# block 1

==> block_1/floorplan.png <==
Scale: 3 px per um. Pins as bars on the die edge. Tap cells in gray.
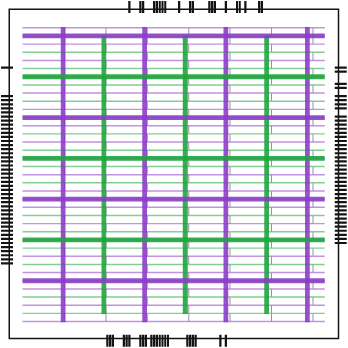

===== config.mk =====
export PLATFORM = sky130hd
export DESIGN_NAME = mem_arbiter
export DESIGN_NICKNAME = d
export VERILOG_FILES = /design/src/rtl/mem_arbiter.sv
export SDC_FILE = /design/constraint.sdc
export NUM_CORES = 1
export LEC_CHECK = 0
export ABC_AREA = 1
export CELL_PAD_IN_SITES_DETAIL_PLACEMENT = 1
export CELL_PAD_IN_SITES_GLOBAL_PLACEMENT = 1
export CORE_MARGIN = 4
export CORE_UTILIZATION = 29
export CTS_CLUSTER_DIAMETER = 200
export DETAILED_ROUTE_END_ITERATION = 10
export PLACE_DENSITY = 0.81
export SLEW_MARGIN = 10
export SYNTH_ARGS = -nofsm -noshare
export SYNTH_HDL_FRONTEND = slang
export SYNTH_SLANG_ARGS = --single-unit

===== constraint.sdc =====
create_clock -name clk -period 1.6 [get_ports clk]
set_clock_uncertainty 0.2 [all_clocks]
set_input_delay 0.24 -clock clk [delete_from_list [all_inputs] [get_ports clk]]
set_output_delay 0.24 -clock clk [all_outputs]
set_load 0.03 [all_outputs]

===== src/rtl/mem_arbiter.sv =====
// mem_arbiter: grants one of two requesters (fetch, data) access to a
// single-port memory. Each access runs IDLE -> SERVE -> ACK, so a request
// seen in IDLE completes two cycles later with a one-cycle ack pulse.
module mem_arbiter #(
   parameter int ADDR_W     = 12,
   parameter int DATA_W     = 16,
   parameter int FIXED_PRIO = 0
) (
   input  logic              clk,
   input  logic              rst,
   input  logic              f_req,
   input  logic [ADDR_W-1:0] f_addr,
   output logic [DATA_W-1:0] f_rdata,
   output logic              f_ack,
   input  logic              d_req,
   input  logic              d_we,
   input  logic [ADDR_W-1:0] d_addr,
   input  logic [DATA_W-1:0] d_wdata,
   output logic [DATA_W-1:0] d_rdata,
   output logic              d_ack,
   output logic              mem_we,
   output logic [ADDR_W-1:0] mem_addr,
   output logic [DATA_W-1:0] mem_wdata,
   input  logic [DATA_W-1:0] mem_rdata,
   output logic              busy
);

   typedef enum logic [1:0] {
      IDLE  = 2'd0,
      SERVE = 2'd1,
      ACK   = 2'd2
   } state_t;

   // Port identifiers used for grant and last-grant bookkeeping.
   localparam logic PORT_F = 1'b0;
   localparam logic PORT_D = 1'b1;

   state_t            state_q;
   logic              last_grant_q;
   logic              grant_q;
   logic              wr_q;
   logic [ADDR_W-1:0] addr_q;
   logic [DATA_W-1:0] wdata_q;
   logic [DATA_W-1:0] f_rdata_q;
   logic [DATA_W-1:0] d_rdata_q;
   logic              f_ack_q;
   logic              d_ack_q;

   logic              any_req;
   logic              grant_d;

   // Pick the winner among current requests; only consumed in IDLE.
   always_comb begin
      any_req = f_req | d_req;
      grant_d = PORT_F;
      if (f_req && d_req) begin
         if (FIXED_PRIO != 0) begin
            grant_d = PORT_F;
         end else begin
            grant_d = ~last_grant_q;
         end
      end else if (d_req) begin
         grant_d = PORT_D;
      end
   end

   // Access sequencer: latch payload at grant, capture read data, pulse ack.
   always_ff @(posedge clk) begin
      if (rst) begin
         state_q      <= IDLE;
         last_grant_q <= PORT_D;
         grant_q      <= PORT_F;
         wr_q         <= 1'b0;
         addr_q       <= '0;
         wdata_q      <= '0;
         f_rdata_q    <= '0;
         d_rdata_q    <= '0;
         f_ack_q      <= 1'b0;
         d_ack_q      <= 1'b0;
      end else begin
         case (state_q)
            IDLE: begin
               f_ack_q <= 1'b0;
               d_ack_q <= 1'b0;
               if (any_req) begin
                  state_q      <= SERVE;
                  grant_q      <= grant_d;
                  last_grant_q <= grant_d;
                  if (grant_d == PORT_D) begin
                     addr_q  <= d_addr;
                     wdata_q <= d_wdata;
                     wr_q    <= d_we;
                  end else begin
                     // Fetch is read-only; write data is left as it was.
                     addr_q <= f_addr;
                     wr_q   <= 1'b0;
                  end
               end
            end
            SERVE: begin
               state_q <= ACK;
               if (!wr_q) begin
                  if (grant_q == PORT_D) begin
                     d_rdata_q <= mem_rdata;
                  end else begin
                     f_rdata_q <= mem_rdata;
                  end
               end
               f_ack_q <= (grant_q == PORT_F);
               d_ack_q <= (grant_q == PORT_D);
            end
            ACK: begin
               state_q <= IDLE;
               f_ack_q <= 1'b0;
               d_ack_q <= 1'b0;
            end
            default: begin
               state_q <= IDLE;
               f_ack_q <= 1'b0;
               d_ack_q <= 1'b0;
            end
         endcase
      end
   end

   // The write strobe is gated by rst so a reset during SERVE cancels the write.
   assign mem_we    = (state_q == SERVE) && wr_q && !rst;
   assign mem_addr  = addr_q;
   assign mem_wdata = wdata_q;
   assign f_rdata   = f_rdata_q;
   assign d_rdata   = d_rdata_q;
   assign f_ack     = f_ack_q;
   assign d_ack     = d_ack_q;
   assign busy      = (state_q != IDLE);

endmodule


# block 2

**src/rtl/level_tone_dac_pkg.sv**
```systemverilog
// Shared definitions for the level-to-tone DAC playback path: FSM encodings,
// DA2 frame constants and the amplitude arithmetic used to build a sample.
package level_tone_dac_pkg;

    // Serializer FSM encodings
    localparam logic [1:0] ST_IDLE  = 2'b00;
    localparam logic [1:0] ST_SHIFT = 2'b01;
    localparam logic [1:0] ST_DONE  = 2'b10;

    // DA2 converter constants
    localparam logic [11:0] DAC_MIDSCALE   = 12'd2048;
    localparam int          DA2_FRAME_BITS = 16;
    localparam logic [1:0]  DA2_PD_NORMAL  = 2'b00;

    // Mid-scale plus or minus the level scaled by 128; never wraps for a 4-bit level
    function automatic logic [11:0] toneSample(input logic [3:0] lvl, input logic pol);
        logic [11:0] swing;
        swing = {1'b0, lvl, 7'b0};
        return pol ? (DAC_MIDSCALE + swing) : (DAC_MIDSCALE - swing);
    endfunction

    // Two don't-care bits (driven zero), normal power-down mode, then the 12-bit sample
    function automatic logic [15:0] da2Word(input logic [11:0] sample);
        return {2'b00, DA2_PD_NORMAL, sample};
    endfunction

endpackage

```
**src/rtl/level_tone_dac_if.sv**
```systemverilog
// Bundle of the volume input and the DA2 pin/status outputs. The master side is
// the tone generator that drives the Pmod; the slave side is whoever watches it.
interface level_tone_dac_if;
    logic [3:0] level;
    logic       dac_sync_n;
    logic       dac_sclk;
    logic       dac_din;
    logic       busy;
    logic       frame_done;
    logic       overrun;

    modport master (
        input  level,
        output dac_sync_n, dac_sclk, dac_din, busy, frame_done, overrun
    );

    modport slave (
        output level,
        input  dac_sync_n, dac_sclk, dac_din, busy, frame_done, overrun
    );
endinterface

```
**src/rtl/level_tone_dac_da2_spi_tx.sv**
```systemverilog
// Serializer for one 16-bit DA2 frame: SYNC_n low for 16 SCLK periods, data MSB
// first, changing on SCLK rising edges so the DAC can sample on falling edges.
module da2_spi_tx
    import level_tone_dac_pkg::*;
#(
    parameter int SCLK_DIV = 4
) (
    input  logic        clk,
    input  logic        rst_n,
    input  logic        start,
    input  logic [15:0] data,
    output logic        sync_n,
    output logic        sclk,
    output logic        din,
    output logic        busy,
    output logic        done
);

    localparam int               DIV_W    = (SCLK_DIV > 1) ? $clog2(SCLK_DIV) : 1;
    localparam logic [DIV_W-1:0] DIV_LAST = DIV_W'(SCLK_DIV - 1);
    localparam logic [3:0]       LAST_BIT = 4'(DA2_FRAME_BITS - 1);

    logic [1:0]       r_state;
    logic [15:0]      r_shift;
    logic [3:0]       r_bitCnt;
    logic [DIV_W-1:0] r_divCnt;
    logic             r_sclk;

    // Frame sequencing: load on start, toggle SCLK every SCLK_DIV cycles, shift on rising edges
    always_ff @(posedge clk or negedge rst_n) begin
        if (!rst_n) begin
            r_state  <= ST_IDLE;
            r_shift  <= '0;
            r_bitCnt <= '0;
            r_divCnt <= '0;
            r_sclk   <= 1'b1;
        end else begin
            case (r_state)
                ST_IDLE: begin
                    if (start) begin
                        r_state  <= ST_SHIFT;
                        r_shift  <= data;
                        r_bitCnt <= '0;
                        r_divCnt <= '0;
                        r_sclk   <= 1'b0;
                    end
                end
                ST_SHIFT: begin
                    if (r_divCnt == DIV_LAST) begin
                        r_divCnt <= '0;
                        if (!r_sclk) begin
                            r_sclk <= 1'b1;
                            if (r_bitCnt != LAST_BIT) begin
                                r_shift <= {r_shift[14:0], 1'b0};
                            end
                        end else if (r_bitCnt == LAST_BIT) begin
                            r_state <= ST_DONE;
                            r_shift <= '0;
                        end else begin
                            r_sclk   <= 1'b0;
                            r_bitCnt <= r_bitCnt + 4'd1;
                        end
                    end else begin
                        r_divCnt <= r_divCnt + 1'b1;
                    end
                end
                ST_DONE: begin
                    r_state <= ST_IDLE;
                end
                default: begin
                    r_state <= ST_IDLE;
                end
            endcase
        end
    end

    assign sync_n = (r_state != ST_SHIFT);
    assign sclk   = r_sclk;
    assign din    = r_shift[15];
    assign busy   = (r_state != ST_IDLE);
    assign done   = (r_state == ST_DONE);

endmodule

```
**src/rtl/level_tone_dac.sv**
```systemverilog
// Converts a 4-bit volume level into a square-wave tone streamed to the Pmod DA2.
// Owns the sample-rate counter, tone phase/polarity, amplitude and overrun flag.
module level_tone_dac
    import level_tone_dac_pkg::*;
#(
    parameter int SAMPLE_DIV = 4000,
    parameter int SCLK_DIV   = 4,
    parameter int TONE_HALF  = 25
) (
    input  logic             clk,
    input  logic             rst_n,
    level_tone_dac_if.master bus
);

    localparam int               CNT_W    = $clog2(SAMPLE_DIV);
    localparam int               PH_W     = (TONE_HALF > 1) ? $clog2(TONE_HALF) : 1;
    localparam logic [CNT_W-1:0] CNT_LAST = CNT_W'(SAMPLE_DIV - 1);
    localparam logic [PH_W-1:0]  PH_LAST  = PH_W'(TONE_HALF - 1);

    logic [CNT_W-1:0] r_sampleCnt;
    logic [PH_W-1:0]  r_phase;
    logic             r_polarity;
    logic             r_overrun;
    logic             w_tick;
    logic             w_busy;
    logic             w_start;
    logic [15:0]      w_word;

    assign w_tick  = (r_sampleCnt == CNT_LAST);
    assign w_start = w_tick && !w_busy;
    assign w_word  = da2Word(toneSample(bus.level, r_polarity));

    // Free-running sample-rate counter, wraps every SAMPLE_DIV cycles
    always_ff @(posedge clk or negedge rst_n) begin
        if (!rst_n) begin
            r_sampleCnt <= '0;
        end else if (w_tick) begin
            r_sampleCnt <= '0;
        end else begin
            r_sampleCnt <= r_sampleCnt + 1'b1;
        end
    end

    // Tone phase advances only for samples actually sent; polarity flips every TONE_HALF samples
    always_ff @(posedge clk or negedge rst_n) begin
        if (!rst_n) begin
            r_phase    <= '0;
            r_polarity <= 1'b1;
        end else if (w_start) begin
            if (r_phase == PH_LAST) begin
                r_phase    <= '0;
                r_polarity <= ~r_polarity;
            end else begin
                r_phase <= r_phase + 1'b1;
            end
        end
    end

    // Sticky flag for a sample tick that found the serializer still busy
    always_ff @(posedge clk or negedge rst_n) begin
        if (!rst_n) begin
            r_overrun <= 1'b0;
        end else if (w_tick && w_busy) begin
            r_overrun <= 1'b1;
        end
    end

    da2_spi_tx #(
        .SCLK_DIV(SCLK_DIV)
    ) u_tx (
        .clk    (clk),
        .rst_n  (rst_n),
        .start  (w_start),
        .data   (w_word),
        .sync_n (bus.dac_sync_n),
        .sclk   (bus.dac_sclk),
        .din    (bus.dac_din),
        .busy   (w_busy),
        .done   (bus.frame_done)
    );

    assign bus.busy    = w_busy;
    assign bus.overrun = r_overrun;

endmodule

```
**src/flat_wrapper.sv**
```systemverilog
// flat-port wrapper written by rule: the top's interface ports become plain ports
module level_tone_dac_flat import level_tone_dac_pkg::*;
#(
    parameter int SAMPLE_DIV = 4000,
    parameter int SCLK_DIV   = 4,
    parameter int TONE_HALF  = 25
)
  (clk, rst_n, bus_level, bus_dac_sync_n, bus_dac_sclk, bus_dac_din, bus_busy, bus_frame_done, bus_overrun);
  level_tone_dac_if bus_i ();
  input  logic clk;
  input  logic rst_n;
  input wire logic [$bits(bus_i.level)-1:0] bus_level;
  output wire logic [$bits(bus_i.dac_sync_n)-1:0] bus_dac_sync_n;
  output wire logic [$bits(bus_i.dac_sclk)-1:0] bus_dac_sclk;
  output wire logic [$bits(bus_i.dac_din)-1:0] bus_dac_din;
  output wire logic [$bits(bus_i.busy)-1:0] bus_busy;
  output wire logic [$bits(bus_i.frame_done)-1:0] bus_frame_done;
  output wire logic [$bits(bus_i.overrun)-1:0] bus_overrun;
  assign bus_i.level = bus_level;
  assign bus_dac_sync_n = bus_i.dac_sync_n;
  assign bus_dac_sclk = bus_i.dac_sclk;
  assign bus_dac_din = bus_i.dac_din;
  assign bus_busy = bus_i.busy;
  assign bus_frame_done = bus_i.frame_done;
  assign bus_overrun = bus_i.overrun;
  level_tone_dac #(.SAMPLE_DIV(SAMPLE_DIV), .SCLK_DIV(SCLK_DIV), .TONE_HALF(TONE_HALF)) u_core (.clk(clk), .rst_n(rst_n), .bus(bus_i));
endmodule
```
**config.mk**
```make
export PLATFORM = sky130hd
export DESIGN_NAME = level_tone_dac_flat
export DESIGN_NICKNAME = d
export VERILOG_FILES = /design/src/rtl/level_tone_dac_pkg.sv /design/src/rtl/level_tone_dac_if.sv /design/src/rtl/level_tone_dac_da2_spi_tx.sv /design/src/rtl/level_tone_dac.sv /design/src/flat_wrapper.sv
export SDC_FILE = /design/constraint.sdc
export NUM_CORES = 1
export LEC_CHECK = 0
export CAP_MARGIN = 20
export CORE_MARGIN = 5
export CORE_UTILIZATION = 50
export CTS_CLUSTER_SIZE = 8
export DETAILED_ROUTE_END_ITERATION = 10
export DONT_BUFFER_PORTS = 1
export PLACE_DENSITY = 0.67
export SLEW_MARGIN = 20
export SYNTH_ARGS = -nofsm -noshare
export SYNTH_HDL_FRONTEND = slang
export SYNTH_SLANG_ARGS = --single-unit
```
**constraint.sdc**
```tcl
create_clock -name clk -period 1.54 [get_ports clk]
set_input_delay 0.385 -clock clk [delete_from_list [all_inputs] [get_ports clk]]
set_output_delay 0.385 -clock clk [all_outputs]
set_load 0.02 [all_outputs]
```
==> block_2/clock_nets.png <==
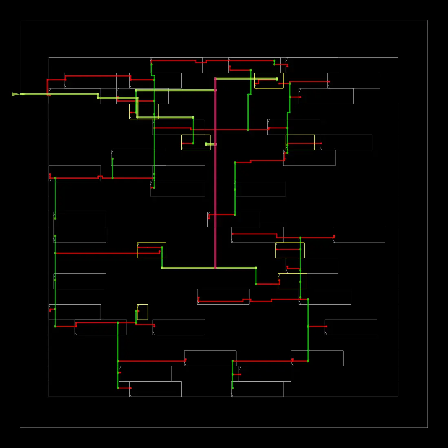
clock network power: 770 uW
clock sink count: 37
clock buffers created by TritonCTS: 5

==> COMMIT_EDITMSG, block 2 <==
Add synthesis and place-and-route results

- Total of endpoints with negative setup slack in the final report: 7
- In this run the worst setup path terminates at bus_dac_sync_n.
* Synth Net Count: 187
* Main power group: sequential cells
- Multi-input combinational cell area: 0.00105 mm2
- Largest net degree at the start of global routing: 38
- Slew at the pin closest to its max-slew limit: 0.317 ns
- The largest registers in the layout are u_core.r_sampleCnt x12, u_core.u_tx.r_shift x9, u_core.r_phase x5.
* Finished Cell Area: 0.00259 mm2
- Fraction of power spent switching nets: 22.1%
- Proportion of power drawn by the clock network: 42.9%
* Reg power frac: 54.3%
- For met3 alone, demand over resource in global routing was 5.26%.
- CTS Root Buffer Type: sky130_fd_sc_hd__clkbuf_8
- The routed design could run at a clock period as short as 1.65 ns.
* Seq pwr: 974 uW
- Compound Share, Synth: 15.1%
- The core region is 0.00369 mm2.
- Hold Startpoint: bus_level[0]
* Post-route ant nets: 0
* Fin worst setup slack: -0.115 ns
- For this run, the detailed router's first-pass iteration total came to 4.
- Number of diodes added for antenna fixing: 0
- Failing checks: setup timing
- Derived from the worst setup path, the maximum achievable clock frequency is 604 MHz.
* Cell type of the slowest stage on the worst timing path: sky130_fd_sc_hd__dfrtp_1
* Post-DP HPWL: 3.00 mm
- The flow ran to the end, but the final reports show violations.
- Looking at the power breakdown, combinational cells take 2.7% of the total.
- Number of non-clock inverters in the layout: 8
==> block_1/m3.png <==
Scale: 2 px per um. Cells faint in the background.
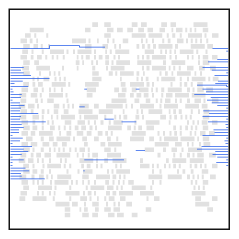
- longest straight run: 19.6 um
- wire length on this layer: 621 um
Detailed Route WL: 9.56 mm
Vias: 3,253
met3 track utilization from global routing: 3.46%

==> block_1/layers.png <==
Scale: 3 px per um.
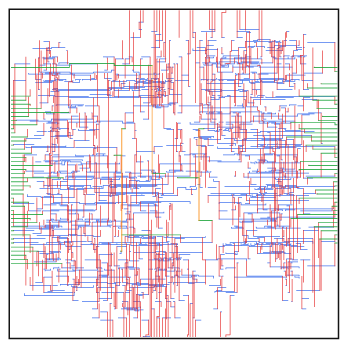
- M2: red (wire length 4,730 um)
- M1: blue (wire length 4,100 um)
- M4: orange (wire length 107 um)
- M3: green (wire length 621 um)

Notes on block_1/floorplan.png above:
- VDD: green
- VSS: purple
- rows: 36
- tap cells: 133
- met4 straps: 7
horizontal die dimension: 109 um
IR drop worst, VDD: 325 uV
height of the die: 109 um
core footprint: 0.00986 mm2

==> COMMIT_EDITMSG, block 1 <==
Add synthesis and place-and-route results

- Signal arrival time at the worst endpoint: 1.11 ns
- Routed wirelength normalized by instance count: 13.3 um
- The layout report lists the multi-input gate area as 0.00131 mm2.
* First-pass GRT wire length: 15.5 mm
- The final report lists a non-filler cell total of 720.
* Yosys Chip Area: 0.00298 mm2
* Share of cells above drive strength 1: 9.88%
- According to the floorplan log, the row count is 36.
- Across the whole layout, storage elements account for 0.00135 mm2.
- In this run the most critical hold path is launched from mem_wdata[8]$_SDFFE_PP0P_.
- Part of the power in combinational logic: 28.4%
- The flow ran to the end, and the final reports show no timing, DRC or antenna violations.
- There are 67 flip-flops and latches.
* Finished Cell Area: 0.00464 mm2
- For flop-to-flop paths, the worst setup slack is 0.16 ns.
- Per the layout report, the design carries 150 non-clock buffers.
* Min cycle time layout: 1.55 ns
- The number of antenna violations at the first check in global routing came to 0.
* Dominant cell type by area after synthesis: sky130_fd_sc_hd__dfxtp_1
- Summing the areas of all xor and xnor instances in the mapped netlist gives 0% of the synthesized area.
- Final non-clock buffer share: 31.2%
- Internal power of the cells: 2870 uW
- FP Core Util: 30.2%
- The worst path uses 96.9% of the clock period.
- TritonCTS built the clock tree.
- Startpoint of the worst-slack reg-to-reg timing path: state_q[1]$_SDFFE_PP0P_
- NumNets Final: 643
* Share of synthesized cell area in full adder, half adder and majority cells: 0%
- Clock sink count: 67
* Fraction of the yosys area taken by sequential cells: 45.1%
* Cell-by-cell listing of the critical path: dlygate4sd2_1
- The most used flip-flop cell after synthesis is sky130_fd_sc_hd__dfxtp_1.
- In the final layout, multi-input gates take up 28.1% of the cell area.
- Clock buffers created by TritonCTS: 9
* Post-synthesis cell area: 0.00298 mm2
- The STA report counts the stages on the worst setup path as 1.
* Static leakage power: 0.00236 uW
- Yosys mapped a number of flops with a built-in enable equal to 0.
- Clock tree synthesis selected as its root buffer the cell sky130_fd_sc_hd__clkbuf_8.
* Setup Buffers After CTS: 4
- Number of well-tap cells placed: 133
- After detailed routing, the number of remaining DRC violations is 0.
- Peak fanout along the critical path: 2
* Final-report max-slew violation count: 0
- Initial DRC Count: 85
- The critical path starts at f_rdata[4]$_SDFFE_PP0P_.
* Element type at the critical path end: output pin
- Total global-route track usage over all layers is 16.3%.
- Seq pwr: 1880 uW
- The synth_stat.txt file lists the number of cells as 449.
* Wire length on met3: 620 um
- The filler cells instantiated in the layout total 1,277.
- Post-DP HPWL: 7.49 mm
- After detailed routing, the number of vias per cell comes to 4.52.
- 125 I/O pins were placed.
- Number of cells on the worst reg-to-reg path: 8
- The synthesized netlist devotes 6.06% of its cell area to compound gates.
- H-tree lvl count: 3
* Most popular library cell in the synthesized design by count: sky130_fd_sc_hd__nor2_1
- The final timing report lists a hold violation count of 0.
- Routed metal-1 wire length: 4.10 mm


==> screenshots <==
Signal wires on met2.
image #1
Scale: 2 px per um.
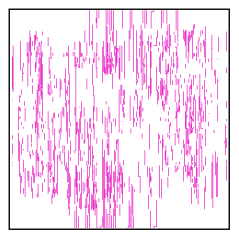
image #2
Scale: 4 px per um.
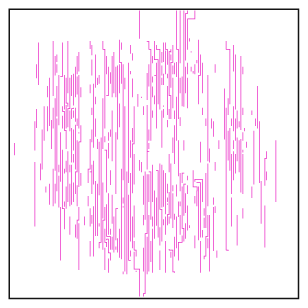
| picture | from |
|---|---|
| image #2 | block 2 |
| image #1 | block 1 |
The one with the largest die is image #1.

Power is estimated from default activity; no workload was simulated.
